# product_accumulator

==> product_accumulator/io_placement.png <==
Scale: 4 px per um. Pins as bars across the die edge, other pins in grey.
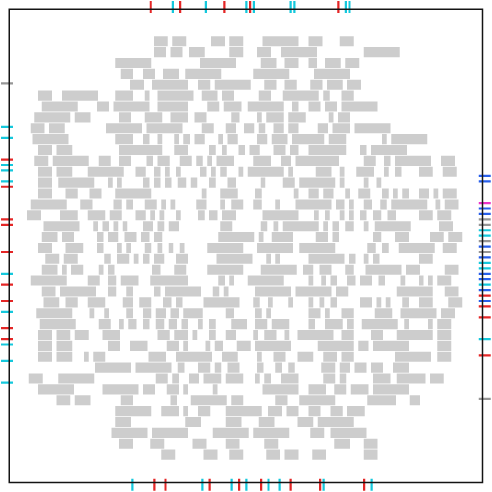
==> product_accumulator/flops_by_reg.png <==
Scale: 2 px per um.
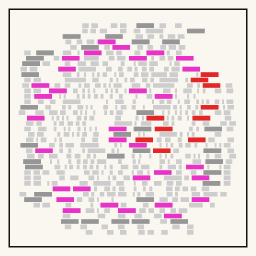
==> product_accumulator/logic_types.png <==
Scale: 2 px per um.
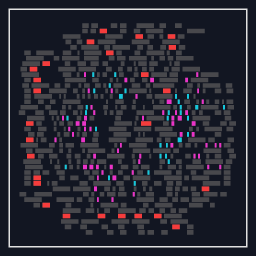
$ cat src/rtl/product_accumulator.sv
// Signed product accumulator: sums N_TERMS multiplier products per frame and hands the
// narrowed sum downstream over valid/ready. Define PRODUCT_ACC_SAT_EN for saturating narrowing.
module product_accumulator #(
  parameter int unsigned IN_W    = 26,
  parameter int unsigned N_TERMS = 784,
  parameter int unsigned ACC_W   = 36,
  parameter int unsigned OUT_W   = 32
) (
  input  logic                         clk,
  input  logic                         GlobalReset,
  input  logic [IN_W-1:0]              ProductPort,
  input  logic                         InValid,
  output logic                         InReady,
  input  logic                         Clear,
  output logic [OUT_W-1:0]             Result,
  output logic                         OutValid,
  input  logic                         OutReady,
  output logic [$clog2(N_TERMS)-1:0]   TermCount
`ifdef PRODUCT_ACC_SAT_EN
  ,
  output logic                         SatFlag
`endif
);

  localparam int unsigned CntW = $clog2(N_TERMS);

  typedef enum logic [0:0] {StAccum, StDone} state_e;

  state_e            state_q, state_d;
  logic [ACC_W-1:0]  acc_q, acc_d;
  logic [CntW-1:0]   cnt_q, cnt_d;
  logic [OUT_W-1:0]  result_q, result_d;
  logic [ACC_W-1:0]  prod_ext, sum_full;
  logic [OUT_W-1:0]  narrowed;
  logic              last;

  assign prod_ext = {{(ACC_W-IN_W){ProductPort[IN_W-1]}}, ProductPort};
  assign sum_full = acc_q + prod_ext;
  assign last     = (cnt_q == CntW'(N_TERMS - 1));

`ifdef PRODUCT_ACC_SAT_EN
  logic                 sat_q, sat_d, clamp;
  logic [ACC_W-OUT_W:0] hi_bits;

  // The sum fits in OUT_W bits only if every bit from the OUT_W sign bit upward agrees.
  assign hi_bits = sum_full[ACC_W-1:OUT_W-1];
  assign clamp   = !((&hi_bits) || !(|hi_bits));

  always_comb begin
    narrowed = OUT_W'(sum_full);
    if (clamp) begin
      narrowed = sum_full[ACC_W-1] ? {1'b1, {(OUT_W-1){1'b0}}} : {1'b0, {(OUT_W-1){1'b1}}};
    end
  end
`else
  assign narrowed = OUT_W'(sum_full);
`endif

  always_comb begin
    state_d  = state_q;
    acc_d    = acc_q;
    cnt_d    = cnt_q;
    result_d = result_q;
`ifdef PRODUCT_ACC_SAT_EN
    sat_d    = sat_q;
`endif
    unique case (state_q)
      StAccum: begin
        if (Clear) begin
          acc_d = '0;
          cnt_d = '0;
        end else if (InValid) begin
          if (last) begin
            result_d = narrowed;
`ifdef PRODUCT_ACC_SAT_EN
            sat_d    = clamp;
`endif
            acc_d    = '0;
            cnt_d    = '0;
            state_d  = StDone;
          end else begin
            acc_d = sum_full;
            cnt_d = cnt_q + CntW'(1);
          end
        end
      end
      StDone: begin
        // Clear leaves Result untouched; it only abandons the pending handshake.
        if (Clear || OutReady) begin
          state_d = StAccum;
        end
      end
      default: state_d = StAccum;
    endcase
  end

  always_ff @(posedge clk or negedge GlobalReset) begin
    if (!GlobalReset) begin
      state_q  <= StAccum;
      acc_q    <= '0;
      cnt_q    <= '0;
      result_q <= '0;
`ifdef PRODUCT_ACC_SAT_EN
      sat_q    <= 1'b0;
`endif
    end else begin
      state_q  <= state_d;
      acc_q    <= acc_d;
      cnt_q    <= cnt_d;
      result_q <= result_d;
`ifdef PRODUCT_ACC_SAT_EN
      sat_q    <= sat_d;
`endif
    end
  end

  assign InReady   = (state_q == StAccum);
  assign OutValid  = (state_q == StDone);
  assign Result    = result_q;
  assign TermCount = cnt_q;
`ifdef PRODUCT_ACC_SAT_EN
  assign SatFlag   = sat_q;
`endif

endmodule

$ cat config.mk
export PLATFORM = sky130hd
export DESIGN_NAME = product_accumulator
export DESIGN_NICKNAME = d
export VERILOG_FILES = /design/src/rtl/product_accumulator.sv
export SDC_FILE = /design/constraint.sdc
export NUM_CORES = 1
export LEC_CHECK = 0
export ABC_AREA = 0
export CAP_MARGIN = 10
export CELL_PAD_IN_SITES_DETAIL_PLACEMENT = 1
export CELL_PAD_IN_SITES_GLOBAL_PLACEMENT = 2
export CORE_MARGIN = 4
export CORE_UTILIZATION = 37
export CTS_BUF_LIST = sky130_fd_sc_hd__clkbuf_4 sky130_fd_sc_hd__clkbuf_8 sky130_fd_sc_hd__clkbuf_16
export DETAILED_ROUTE_END_ITERATION = 12
export GPL_TIMING_DRIVEN = 0
export PLACE_DENSITY = 0.93
export SLEW_MARGIN = 10
export SYNTH_ARGS = -nofsm -noshare
export SYNTH_HDL_FRONTEND = slang
export SYNTH_SLANG_ARGS = --single-unit
export TNS_END_PERCENT = 1
$ cat constraint.sdc
create_clock -name clk -period 6.9 [get_ports clk]
set_input_delay 1.725 -clock clk [delete_from_list [all_inputs] [get_ports clk]]
set_output_delay 1.725 -clock clk [all_outputs]
set_load 0.01 [all_outputs]
==> impl_metrics.ini <==
; implementation run metrics
[run_status]
outcome = complete, no violations

[yosys]
synthCells = 433
ys_ff = 75
avgSynthCellArea_um2 = 10.3
largest_area_cell = dfrtp_1
ys_area_mm2 = 0.00447
synth.most_common_cell = dfrtp_1
ys_seq_frac = 0.419

[clock_network]
postCtsSetupBuffers = 0
clkTransAtPathRegs_ps = 60
clock-sinks = 75
clk_path_buf_depth = 2
cts_hold_buf = 0
cts_tree = yes

[sta]
timing.final.crit_period_ps = 4700
worst_slew_pin_slew_ps = 799
rsz0062_at_grt = false
period_used_share = 0.681
worst_slack_ps = 2200
hold_violations = 0

[power]
pwr-share-clk = 0.368
p_switching_mw = 0.465
pg_comb_mw = 0.419
power_mw = 1.44
power_switching_share = 0.322

[final_layout]
final_common_cell = dfrtp_1
area.growth.synth_to_final_pct = 28.4
nClkBuffers = 11
utilization = 0.495
dominant-cell-class = combinational gates

[detailed_routing]
firstDrtPassIters = 4
vias = 3711
via_per_inst = 5.56

[global_routing]
grt_usage = 0.190
use_met2 = 0.333
busiest_layer = met2

[critical_path]
cp.arrival_ps = 4920
timing.rr.end = Result[30]$_DFFE_PN0P_
critPathMaxFanout = 3
crit_family = AND-OR/OR-AND gates

[floorplanning]
die_y_um = 118

[placement]
post_dp_cell_area_mm2 = 0.00541

[flow_run]
cap_violations = 0
About product_accumulator/io_placement.png:
[red] `ProductPort` | pins: 26 | direction: input | edge: 9 left, 8 bottom, 5 top, 4 right
[blue] `TermCount` | pins: 10 | direction: output | edge: right
[cyan] `Result` | pins: 32 | direction: output | edge: 10 left, 8 bottom, 8 top, 6 right
[magenta] `Clear` | pins: 1 | direction: input | edge: right
all pins by edge: 26 right, 20 left, 16 bottom, 13 top

About product_accumulator/flops_by_reg.png:
[red] `TermCount` | flops: 10 | where: middle right
[magenta] `acc_q` | flops: 32 | where: spread over the die

About product_accumulator/logic_types.png:
[magenta] nand cells | cells: 58 | most used: nand2_1
[red] mux cells | cells: 26 | most used: mux2_2
[cyan] nor cells | cells: 31 | most used: nor2_1

## kinds of logic (layout without fill, tap and decap cells)
group,after synthesis,after routing,share of synthesized area
XOR/XNOR,36,36,0.0735
AND/OR/NAND/NOR,107,107,0.114
AND-OR/OR-AND,129,129,0.210
multiplexers,26,26,0.0663
flip-flops,75,75,0.419
adder cells (fa/ha/maj),33,33,0.0940
buffers and inverters,27,118,0.0226
## state kept, by name, indices dropped and copies added, names as in the netlist
signal,cells
Result,32
acc_q,32
TermCount,10
OutValid,1

# lif_spike_generator

==> lif_spike_generator/congestion.png <==
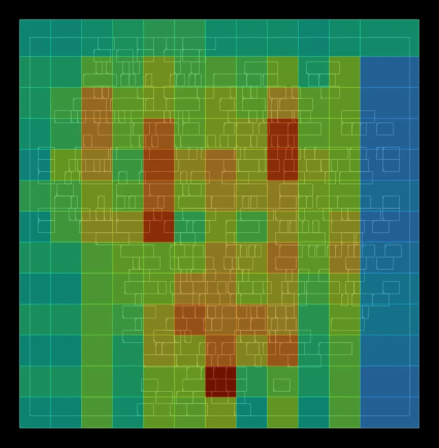
==> lif_spike_generator/io_placement.png <==
Scale: 4 px per um. Pins as bars across the die edge, other pins in grey.
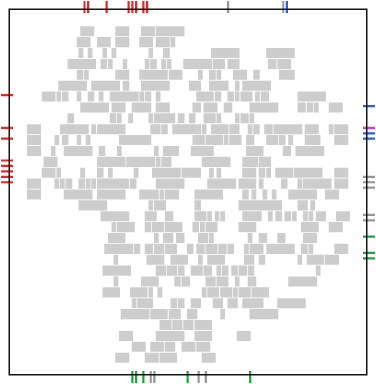
==> lif_spike_generator/flops_by_reg.png <==
Scale: 3 px per um.
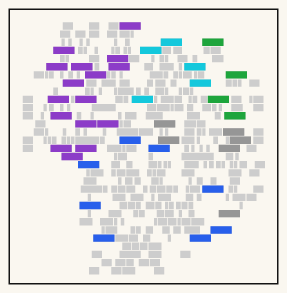
$ cat config.mk
export PLATFORM = sky130hd
export DESIGN_NAME = lif_spike_generator
export DESIGN_NICKNAME = d
export VERILOG_FILES = /design/src/rtl/lif_spike_generator.sv
export SDC_FILE = /design/constraint.sdc
export NUM_CORES = 1
export LEC_CHECK = 0
export CAP_MARGIN = 20
export CORE_AREA = 2 2 87 89
export CTS_CLUSTER_SIZE = 10
export DETAILED_ROUTE_END_ITERATION = 7
export DIE_AREA = 0 0 89 91
export PLACE_DENSITY = 0.63
export SYNTH_ARGS = -nofsm -noshare
export SYNTH_HDL_FRONTEND = slang
export SYNTH_SLANG_ARGS = --single-unit
$ cat constraint.sdc
create_clock -name clock -period 5.89 [get_ports clock]
set_input_delay 0.8835 -clock clock [delete_from_list [all_inputs] [get_ports clock]]
set_output_delay 0.8835 -clock clock [all_outputs]
set_load 0.005 [all_outputs]
$ cat src/rtl/lif_spike_generator.sv
// Leaky integrate-and-fire neuron: scans NUM_SYN stored weights against one
// timestep of presynaptic spikes, leaks, then fires with a refractory holdoff.
module lif_spike_generator #(
  parameter int NUM_SYN    = 16,
  parameter int W_WIDTH    = 4,
  parameter int V_WIDTH    = 8,
  parameter int THRESHOLD  = 20,
  parameter int LEAK_SHIFT = 3,
  parameter int REFRACT    = 2,
  localparam int AW        = $clog2(NUM_SYN)
) (
  input  logic               clock,
  input  logic               reset,
  input  logic               step_valid,
  input  logic [NUM_SYN-1:0] pre_spikes,
  output logic               step_ready,
  output logic               weight_rd,
  output logic [AW-1:0]      weight_addr,
  input  logic [W_WIDTH-1:0] weight_data,
  output logic               post_spike,
  output logic               step_done,
  output logic [V_WIDTH-1:0] membrane,
  output logic               refractory
);
  localparam int KW = $clog2(NUM_SYN + 1);
  localparam int CW = $clog2(REFRACT + 1);
  localparam logic [V_WIDTH:0] TH = (V_WIDTH+1)'(THRESHOLD);

  typedef enum logic [1:0] {IDLE, SCAN, LEAK, EVAL} state_e;

  state_e             state_q, state_d;
  logic [KW-1:0]      k_q, k_d;
  logic [NUM_SYN-1:0] pre_q, pre_d;
  logic [V_WIDTH-1:0] mem_q, mem_d;
  logic [CW-1:0]      cnt_q, cnt_d;
  logic [AW-1:0]      addr_q, addr_d;
  logic               post_q, post_d;
  logic               done_q, done_d;

  logic [V_WIDTH:0]   sum;
  logic [V_WIDTH-1:0] sat;

  assign weight_rd   = (state_q == SCAN) && (k_q < KW'(NUM_SYN));
  assign weight_addr = weight_rd ? AW'(k_q) : addr_q;
  assign step_ready  = (state_q == IDLE);
  assign post_spike  = post_q;
  assign step_done   = done_q;
  assign membrane    = mem_q;
  assign refractory  = (cnt_q != '0);

  // Weight for synapse k-1 arrives in scan cycle k; clamp instead of wrapping.
  assign sum = {1'b0, mem_q} + {{(V_WIDTH+1-W_WIDTH){1'b0}}, weight_data};
  assign sat = sum[V_WIDTH] ? '1 : sum[V_WIDTH-1:0];

  always_comb begin
    state_d = state_q;
    k_d     = k_q;
    pre_d   = pre_q;
    mem_d   = mem_q;
    cnt_d   = cnt_q;
    addr_d  = weight_rd ? AW'(k_q) : addr_q;
    post_d  = 1'b0;
    done_d  = 1'b0;
    case (state_q)
      IDLE: begin
        if (step_valid) begin
          pre_d   = pre_spikes;
          k_d     = '0;
          state_d = (cnt_q == '0) ? SCAN : LEAK;
        end
      end
      SCAN: begin
        if (k_q != '0 && pre_q[AW'(k_q - 1'b1)]) mem_d = sat;
        if (k_q == KW'(NUM_SYN)) state_d = LEAK;
        else                     k_d     = k_q + 1'b1;
      end
      LEAK: begin
        mem_d   = mem_q - (mem_q >> LEAK_SHIFT);
        state_d = EVAL;
      end
      EVAL: begin
        done_d  = 1'b1;
        state_d = IDLE;
        if (cnt_q != '0) begin
          cnt_d = cnt_q - 1'b1;
        end else if ({1'b0, mem_q} >= TH) begin
          post_d = 1'b1;
          mem_d  = '0;
          cnt_d  = CW'(REFRACT);
        end
      end
      default: state_d = IDLE;
    endcase
  end

  always_ff @(posedge clock) begin
    if (reset) begin
      state_q <= IDLE;
      k_q     <= '0;
      pre_q   <= '0;
      mem_q   <= '0;
      cnt_q   <= '0;
      addr_q  <= '0;
      post_q  <= 1'b0;
      done_q  <= 1'b0;
    end else begin
      state_q <= state_d;
      k_q     <= k_d;
      pre_q   <= pre_d;
      mem_q   <= mem_d;
      cnt_q   <= cnt_d;
      addr_q  <= addr_d;
      post_q  <= post_d;
      done_q  <= done_d;
    end
  end
endmodule
==> impl_metrics.ini <==
; implementation run metrics
[critical_path]
timing.rr.end = membrane[7]$_SDFFE_PP0P_
cp.arrival_ps = 3330
startpoint = k_q[0]$_SDFFE_PP0P_
critPathMaxFanout = 14
critPathRequiredTime_ps = 6080
slowest_stage = dfxtp_1

[yosys]
ys_seq_frac = 0.319
yosys.area_share.adder = 0.114
synthAoiAreaFrac = 0.221
mux_share = 0.0568

[clock_network]
root_buffer = clkbuf_8
ctsResizeCount = 0
cts_buffers = 5
clock.latency.late_pin_ps = 290

[floorplanning]
die-area_mm2 = 0.00810
die_w_um = 89
tap_cells = 99
initial_core_util = 0.343

[sta]
period_used_share = 0.534
setup-violations-final = 0
slew_headroom = 0.508
timing.final.crit_period_ps = 3150

[power]
pwr-share-clk = 0.190
power_density_mw_per_mm2 = 395

[detailed_routing]
vias = 2134

[placement]
dp_cells = 415

[worst_hold_path]
min-delay-start = pre_q[8]$_SDFFE_PP0P_

[final_layout]
nClkBuffers = 5
fin_nets = 367

[global_routing]
grt_max_degree = 35

[run_status]
outcome = complete, no violations

[flow_run]
warnings = 33
About lif_spike_generator/congestion.png:
WL per Instance: 13.0 um
final core utilization: 0.420
total track usage: 0.140

About lif_spike_generator/io_placement.png:
[green] `membrane` | pins: 8 | direction: output | edge: 5 bottom, 3 right
[blue] `weight_addr` | pins: 4 | direction: output | edge: 3 right, 1 top
[magenta] `weight_rd` | pins: 1 | direction: output | edge: right
[red] `pre_spikes` | pins: 16 | direction: input | edge: 8 top, 8 left
all pins by edge: 12 right, 11 top, 9 bottom, 8 left

About lif_spike_generator/flops_by_reg.png:
[green] `addr_q` | flops: 4 | where: upper right
[purple] `pre_q` | flops: 16
[blue] `membrane` | flops: 8
[cyan] `k_q` | flops: 5 | where: top centre
not coloured: 6

-- per-layer routing --
metal / vias up / track usage / wire length, um
met5: - / 0 / 0
met4: 0 / 0.0547 / 110
met3: 12 / 0.0191 / 214
met2: 60 / 0.225 / 2520
met1: 989 / 0.189 / 2670
li1: 1073 / - / -
-- kinds of logic (layout without fill, tap and decap cells) --
group                    Yosys count  in the layout
AND-OR/OR-AND                     76             76
XOR/XNOR                          11             11
adder cells (fa/ha/maj)           21             21
buffers and inverters             35             68
flip-flops                        39             39
multiplexers                      11             11
AND/OR/NAND/NOR                   98             98

# uart_receiver_parity

### config.mk
export PLATFORM = sky130hd
export DESIGN_NAME = uart_receiver_parity
export DESIGN_NICKNAME = d
export VERILOG_FILES = /design/src/rtl/uart_receiver_parity.sv
export SDC_FILE = /design/constraint.sdc
export NUM_CORES = 1
export LEC_CHECK = 0
export CAP_MARGIN = 0
export CORE_MARGIN = 1
export CORE_UTILIZATION = 50
export CTS_CLUSTER_SIZE = 24
export DETAILED_ROUTE_END_ITERATION = 6
export PLACE_DENSITY = 0.81
export SETUP_SLACK_MARGIN = 0.4
export SLEW_MARGIN = 20
export SYNTH_ARGS = -nofsm -noshare
export SYNTH_HDL_FRONTEND = slang
export SYNTH_SLANG_ARGS = --single-unit
### constraint.sdc
create_clock -name clk -period 3.25 [get_ports clk]
set_clock_uncertainty 0.15 [all_clocks]
set_input_delay 0.65 -clock clk [delete_from_list [all_inputs] [get_ports clk]]
set_output_delay 0.65 -clock clk [all_outputs]
set_load 0.05 [all_outputs]
### src/rtl/uart_receiver_parity.sv
// 8-bit UART receiver with even parity and stop-bit checking.
// Frame: start(0), 8 data bits LSB first, parity = ^data, stop(1).
module uart_receiver_parity #(
  parameter int CLKS_PER_BIT = 16
) (
  input  logic       clk,
  input  logic       rst,
  input  logic       rxd,
  output logic [7:0] dout,
  output logic       valid,
  output logic       parity_err,
  output logic       frame_err,
  output logic       busy
);

  localparam logic [15:0] HALF_LAST = 16'(CLKS_PER_BIT / 2 - 1);
  localparam logic [15:0] FULL_LAST = 16'(CLKS_PER_BIT - 1);

  typedef enum logic [2:0] {
    IDLE,
    START,
    DATA,
    PARITY,
    STOP
  } state_t;

  state_t      state, state_nxt;
  logic        rx_meta, rxs, rxs_d;
  logic [15:0] sample_cnt, sample_cnt_nxt;
  logic [2:0]  bit_cnt, bit_cnt_nxt;
  logic [7:0]  shift_reg, shift_nxt;
  logic        par_bit, par_bit_nxt;
  logic        done;

  // rxs_d lags rxs so IDLE can require a real 1->0 edge, never a steady low
  always_ff @(posedge clk or negedge rst) begin
    if (!rst) begin
      rx_meta <= 1'b1;
      rxs     <= 1'b1;
      rxs_d   <= 1'b1;
    end else begin
      rx_meta <= rxd;
      rxs     <= rx_meta;
      rxs_d   <= rxs;
    end
  end

  always_ff @(posedge clk or negedge rst) begin
    if (!rst) begin
      state      <= IDLE;
      sample_cnt <= '0;
      bit_cnt    <= '0;
      shift_reg  <= '0;
      par_bit    <= 1'b0;
    end else begin
      state      <= state_nxt;
      sample_cnt <= sample_cnt_nxt;
      bit_cnt    <= bit_cnt_nxt;
      shift_reg  <= shift_nxt;
      par_bit    <= par_bit_nxt;
    end
  end

  always_comb begin
    state_nxt      = state;
    sample_cnt_nxt = sample_cnt + 16'd1;
    bit_cnt_nxt    = bit_cnt;
    shift_nxt      = shift_reg;
    par_bit_nxt    = par_bit;
    done           = 1'b0;
    case (state)
      IDLE: begin
        sample_cnt_nxt = '0;
        if (rxs_d && !rxs) state_nxt = START;
      end
      START: begin
        if (sample_cnt == HALF_LAST) begin
          sample_cnt_nxt = '0;
          bit_cnt_nxt    = '0;
          state_nxt      = rxs ? IDLE : DATA;
        end
      end
      DATA: begin
        if (sample_cnt == FULL_LAST) begin
          sample_cnt_nxt = '0;
          shift_nxt      = {rxs, shift_reg[7:1]};
          bit_cnt_nxt    = bit_cnt + 3'd1;
          if (bit_cnt == 3'd7) state_nxt = PARITY;
        end
      end
      PARITY: begin
        if (sample_cnt == FULL_LAST) begin
          sample_cnt_nxt = '0;
          par_bit_nxt    = rxs;
          state_nxt      = STOP;
        end
      end
      STOP: begin
        if (sample_cnt == FULL_LAST) begin
          sample_cnt_nxt = '0;
          done           = 1'b1;
          state_nxt      = IDLE;
        end
      end
      default: state_nxt = IDLE;
    endcase
  end

  // Results are captured on the stop-sample edge, so valid appears the cycle after it
  always_ff @(posedge clk or negedge rst) begin
    if (!rst) begin
      valid      <= 1'b0;
      dout       <= 8'h00;
      parity_err <= 1'b0;
      frame_err  <= 1'b0;
    end else begin
      valid <= done;
      if (done) begin
        dout       <= shift_reg;
        parity_err <= par_bit ^ (^shift_reg);
        frame_err  <= ~rxs;
      end
    end
  end

  assign busy = (state != IDLE);

endmodule

==> impl_metrics.ini <==
; implementation run metrics
[yosys]
ys_seq_frac = 0.537
floorplan.nets = 185
avgSynthCellArea_um2 = 11.8

[flow_run]
cap_violations = 0

[placement]
portBuffers = 14

[power]
power_density_mw_per_mm2 = 443
pg_seq_mw = 0.574
top_power_group = registers

[floorplanning]
initial_core_util = 0.522

[critical_path]
reg2regPathDepth = 4
crit_family = buffers and inverters
critPathMaxFanout = 9
startpoint = state[2]$_DFFE_PN0P_

[final_layout]
largest_reg_flops = 16

[clock_network]
htreeDepth = 2
cts_tree = yes

[detailed_routing]
wl_um = 3430

[sta]
period_used_share = 0.821
slew_headroom = 0.361

[global_routing]
grt_use_met3 = 0.0514

[run_status]
outcome = complete, no violations
## placed cells by master (no fill, tap or decap), drive strengths merged, types with 5 or more instances in the layout
| master | instances |
|---|---|
| a21oi | 5 |
| clkbuf | 6 |
| clkdlybuf4s50 | 13 |
| dfrtp | 42 |
| mux2 | 20 |
| nand2 | 11 |
| nand3 | 7 |
| nor2 | 16 |
| o21ai | 6 |
| or4 | 6 |
| xnor2 | 9 |
| xor2 | 8 |
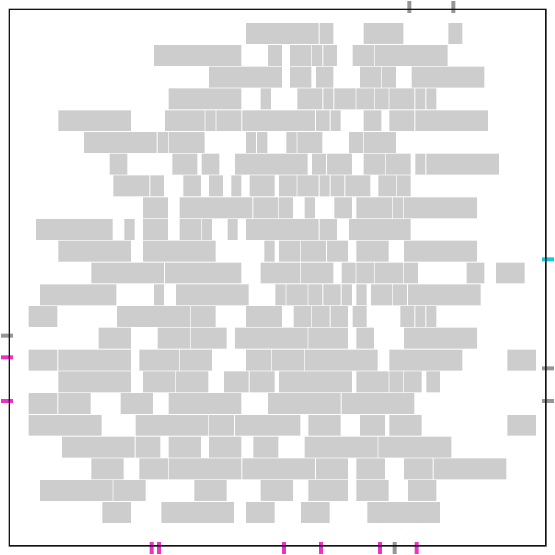
(uart_receiver_parity/io_placement.png)
Scale: 8 px per um. Pins as bars across the die edge, other pins in grey.
[magenta] `dout` | pins: 8 | direction: output | edge: 6 bottom, 2 left
[cyan] `busy` | pins: 1 | direction: output | edge: right
all pins by edge: 7 bottom, 3 right, 3 left, 2 top

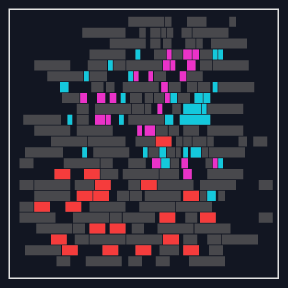
(uart_receiver_parity/logic_types.png)
Scale: 4 px per um.
[red] mux cells | cells: 20 | most used: mux2_2
[cyan] nor cells | cells: 26 | most used: nor2_1
[magenta] nand cells | cells: 23 | most used: nand2_1

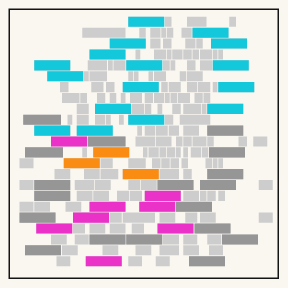
(uart_receiver_parity/flops_by_reg.png)
Scale: 4 px per um.
[magenta] `shift_reg` | flops: 8
[orange] `bit_cnt` | flops: 3
[cyan] `sample_cnt` | flops: 16
not coloured: 18


# pipeline_controller

File: config.mk
export PLATFORM = sky130hd
export DESIGN_NAME = pipeline_controller
export DESIGN_NICKNAME = d
export VERILOG_FILES = /design/src/rtl/pipeline_ctrl_pkg.sv /design/src/rtl/hazard_detect.sv /design/src/rtl/pipeline_controller.sv
export SDC_FILE = /design/constraint.sdc
export NUM_CORES = 1
export LEC_CHECK = 0
export CAP_MARGIN = 30
export CORE_ASPECT_RATIO = 0.8
export CORE_MARGIN = 3
export CORE_UTILIZATION = 40
export CTS_BUF_LIST = sky130_fd_sc_hd__clkbuf_4 sky130_fd_sc_hd__clkbuf_8 sky130_fd_sc_hd__clkbuf_16
export DETAILED_ROUTE_END_ITERATION = 8
export PLACE_DENSITY = 0.92
export SLEW_MARGIN = 5
export SYNTH_ARGS = -nofsm -noshare
export SYNTH_HDL_FRONTEND = slang
export SYNTH_SLANG_ARGS = --single-unit
File: constraint.sdc
create_clock -name clock -period 3.45 [get_ports clock]
set_clock_uncertainty 0.1 [all_clocks]
set_input_delay 0.345 -clock clock [delete_from_list [all_inputs] [get_ports clock]]
set_output_delay 0.345 -clock clock [all_outputs]
set_load 0.02 [all_outputs]
File: src/rtl/pipeline_ctrl_pkg.sv
// rtl/pipeline_ctrl_pkg.sv - shared types and constants for the fetch-path pipeline controller
package pipeline_ctrl_pkg;

    typedef enum logic [1:0] {
        RUN      = 2'd0,
        MDU_WAIT = 2'd1,
        HALTED   = 2'd2
    } ctrl_state_t;

    localparam logic [31:0] DEFAULT_RESET_PC   = 32'h0040_0000;
    localparam logic [31:0] DEFAULT_EXC_VECTOR = 32'h0040_0004;

    // Wide enough for the longest MDU occupancy minus one (DIV_CYCLES up to 64).
    localparam int MDU_CNT_W = 6;

    function automatic logic [MDU_CNT_W-1:0] mdu_load_value(input int cycles);
        return MDU_CNT_W'(cycles - 1);
    endfunction

endpackage

File: src/rtl/hazard_detect.sv
// rtl/hazard_detect.sv - combinational load-use comparator between EX load and ID sources
module hazard_detect (
    input  logic       ex_mem_read,
    input  logic [4:0] ex_rd,
    input  logic [4:0] id_rs,
    input  logic [4:0] id_rt,
    input  logic       id_uses_rs,
    input  logic       id_uses_rt,
    output logic       load_use
);

    logic rs_match;
    logic rt_match;

    // $zero never carries a real dependency, so a load to r0 never stalls.
    assign rs_match = id_uses_rs && (id_rs == ex_rd);
    assign rt_match = id_uses_rt && (id_rt == ex_rd);
    assign load_use = ex_mem_read && (ex_rd != 5'd0) && (rs_match || rt_match);

endmodule

File: src/rtl/pipeline_controller.sv
// rtl/pipeline_controller.sv - fetch-path sequencer: PC control, IF/ID and ID/EX stall/flush/bubble
module pipeline_controller
    import pipeline_ctrl_pkg::*;
#(
    parameter int          MUL_CYCLES = 4,
    parameter int          DIV_CYCLES = 32,
    parameter logic [31:0] RESET_PC   = DEFAULT_RESET_PC,
    parameter logic [31:0] EXC_VECTOR = DEFAULT_EXC_VECTOR
) (
    input  logic        clock,
    input  logic        reset,
    input  logic [4:0]  id_rs,
    input  logic [4:0]  id_rt,
    input  logic        id_uses_rs,
    input  logic        id_uses_rt,
    input  logic        ex_mem_read,
    input  logic [4:0]  ex_rd,
    input  logic        id_mdu_start,
    input  logic        id_mdu_is_div,
    input  logic        id_branch_taken,
    input  logic [31:0] id_branch_target,
    input  logic [31:0] pc_plus4,
    input  logic        exc_req,
    input  logic        eret_req,
    input  logic [31:0] epc,
    input  logic        halt_req,
    output logic        pc_enable,
    output logic        pc_stall,
    output logic [31:0] next_pc,
    output logic        if_id_stall,
    output logic        if_id_flush,
    output logic        id_ex_bubble,
    output logic        mdu_busy
);

    ctrl_state_t          state, state_d;
    logic [MDU_CNT_W-1:0] mdu_cnt, mdu_cnt_d;
    logic                 load_use;

    hazard_detect u_hazard_detect (
        .ex_mem_read (ex_mem_read),
        .ex_rd       (ex_rd),
        .id_rs       (id_rs),
        .id_rt       (id_rt),
        .id_uses_rs  (id_uses_rs),
        .id_uses_rt  (id_uses_rt),
        .load_use    (load_use)
    );

    always_comb begin
        pc_enable    = 1'b0;
        pc_stall     = 1'b0;
        if_id_stall  = 1'b0;
        if_id_flush  = 1'b0;
        id_ex_bubble = 1'b0;
        next_pc      = pc_plus4;
        state_d      = state;
        mdu_cnt_d    = mdu_cnt;

        if (!reset) begin
            next_pc   = RESET_PC;
            state_d   = RUN;
            mdu_cnt_d = '0;
        end else if (state == HALTED) begin
            pc_stall     = 1'b1;
            if_id_stall  = 1'b1;
            id_ex_bubble = 1'b1;
        end else if (exc_req || eret_req) begin
            // Redirects abort any MDU wait; exception wins over ERET.
            next_pc      = exc_req ? EXC_VECTOR : epc;
            pc_enable    = 1'b1;
            if_id_flush  = 1'b1;
            id_ex_bubble = 1'b1;
            state_d      = RUN;
            mdu_cnt_d    = '0;
        end else if (halt_req) begin
            pc_stall     = 1'b1;
            if_id_stall  = 1'b1;
            id_ex_bubble = 1'b1;
            state_d      = HALTED;
            mdu_cnt_d    = '0;
        end else if (state == MDU_WAIT) begin
            pc_enable    = 1'b1;
            pc_stall     = 1'b1;
            if_id_stall  = 1'b1;
            id_ex_bubble = 1'b1;
            if (mdu_cnt == '0) begin
                state_d = RUN;
            end else begin
                mdu_cnt_d = mdu_cnt - MDU_CNT_W'(1);
            end
        end else if (load_use) begin
            pc_enable    = 1'b1;
            pc_stall     = 1'b1;
            if_id_stall  = 1'b1;
            id_ex_bubble = 1'b1;
        end else begin
            // MDU issue and a taken branch may coincide; both take effect.
            pc_enable = 1'b1;
            if (id_mdu_start) begin
                mdu_cnt_d = id_mdu_is_div ? mdu_load_value(DIV_CYCLES)
                                          : mdu_load_value(MUL_CYCLES);
                state_d   = MDU_WAIT;
            end
            if (id_branch_taken) begin
                next_pc     = id_branch_target;
                if_id_flush = 1'b1;
            end
        end
    end

    assign mdu_busy = reset && (state == MDU_WAIT);

    always_ff @(posedge clock or negedge reset) begin
        if (!reset) begin
            state   <= RUN;
            mdu_cnt <= '0;
        end else begin
            state   <= state_d;
            mdu_cnt <= mdu_cnt_d;
        end
    end

endmodule

==> impl_metrics.ini <==
; implementation run metrics
[global_routing]
grt-ovfl-total = 0
grt_pass1_wl_um = 15300
grt_pass1_vias = 3257

[floorplanning]
tap_cells = 78
die-area_mm2 = 0.00692
die_w_um = 92.2
core-area_mm2 = 0.00559

[final_layout]
inverters_excl_clock = 5
drive_gt1_frac = 0.119
sh_comb_area = 0.486
ff_latch_area_um2 = 200
final_common_cell = clkdlybuf4s50_1
dominant-cell-class = combinational gates
buf_share = 0.429
fin_area_mm2 = 0.00423
logic_gates = 295

[detailed_routing]
wl_met2_um = 4860
drcViolationCount = 0
via_per_inst = 5.88
met1_length_um = 3980
drtIter0Drc = 296

[power]
pwr-share-clk = 0.161
power_switching_share = 0.388
power_mw = 0.739
seqPwrFrac = 0.135

[critical_path]
crit_family = buffers and inverters
critPathMaxFanout = 10
worstSetupPathDepth = 10
path_buffers = 4
path_cells = clkdlybuf4s50_1, buf_4, xor2_1, nor4_2, a32oi_2, o211ai_4, buf_4, mux2i_1, o21ai_0, clkdlybuf4s50_1

[run_status]
outcome = complete, no violations

[yosys]
edf_count = 0
synthTopLogicFamily = AND-OR/OR-AND gates
yosys.cell_types.count = 52
synthTopCellsByArea = mux2i_1, o211ai_1, o21ai_0, mux2_2, dfrtp_1
ys_sh_xor = 0.0368
ys_area_mm2 = 0.00238
yosysTopAreaCellShare = 0.114
avgSynthCellArea_um2 = 7.10
common_cells = o21ai_0, nand2_1, o211ai_1
syn_area_mm2 = 0.00238
synth_warnings = 0

[flow_run]
warnings = 27
cap_violations = 0

[sta]
period_used_share = 0.963
slew_violations = 0

[clock_network]
root_buffer = clkbuf_8
registers in the layout, indices dropped and copies added, names as in the netlist:
| register | flops |
|---|---|
| state | 2 |
| mdu_cnt | 6 |
power groups by stage:
stage	combinational, mW	sequential (mW)	clock (mW)
floorplan	0.239	0.0989	0
global placement	0.514	0.101	0
detailed placement	0.527	0.101	0
CTS	0.518	0.0996	0.116
global route	0.554	0.100	0.124
finish	0.521	0.100	0.119
metal layers:
metal / GRT usage / vias up
met4: 0.0527 / 0
met5: 0 / -
met3: 0.0579 / 25
met2: 0.493 / 198
li1: - / 1612
met1: 0.335 / 1540
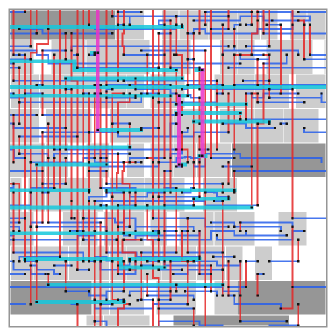
(pipeline_controller/detail.png)
Region (34, 10) to (59, 35) um. Cells in grey, sequential cells in the stronger grey; small squares are vias.
[red] metal 2
[blue] metal 1
[magenta] metal 4
[cyan] metal 3
netlist names of flops here include: `mdu_cnt` (4)
sequential cells in the window: 4
most frequent: nor2_1 (8)
cells with their middle in the window: 67



==> notes/layouts.md <==
Pictures saved along the way, in no particular order.

Track usage over the die.
(a)
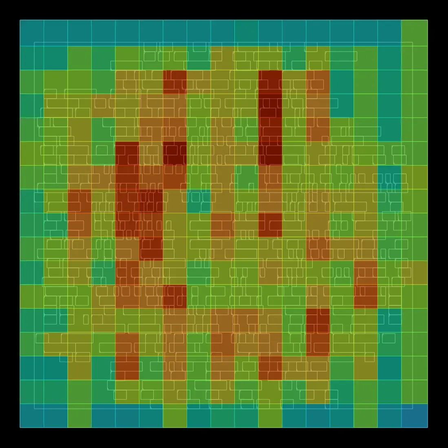
(b)
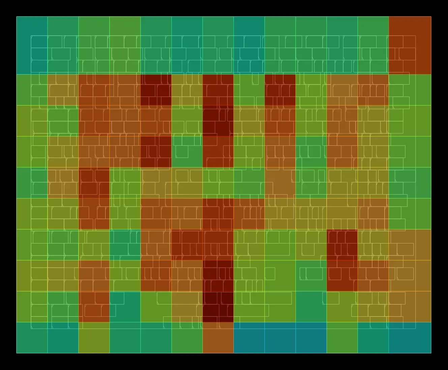
(c)
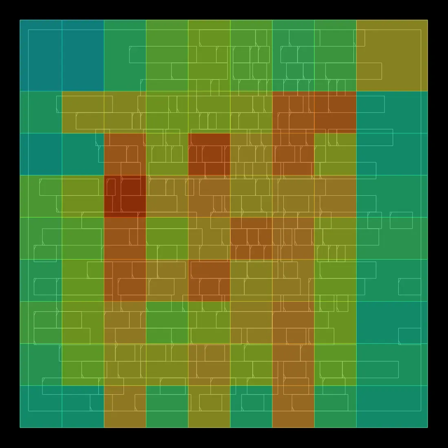
uart_receiver_parity: (c)
pipeline_controller: (b)
product_accumulator: (a)
Of these, highest track usage: (b)

Power and IR drop assume default switching activity.
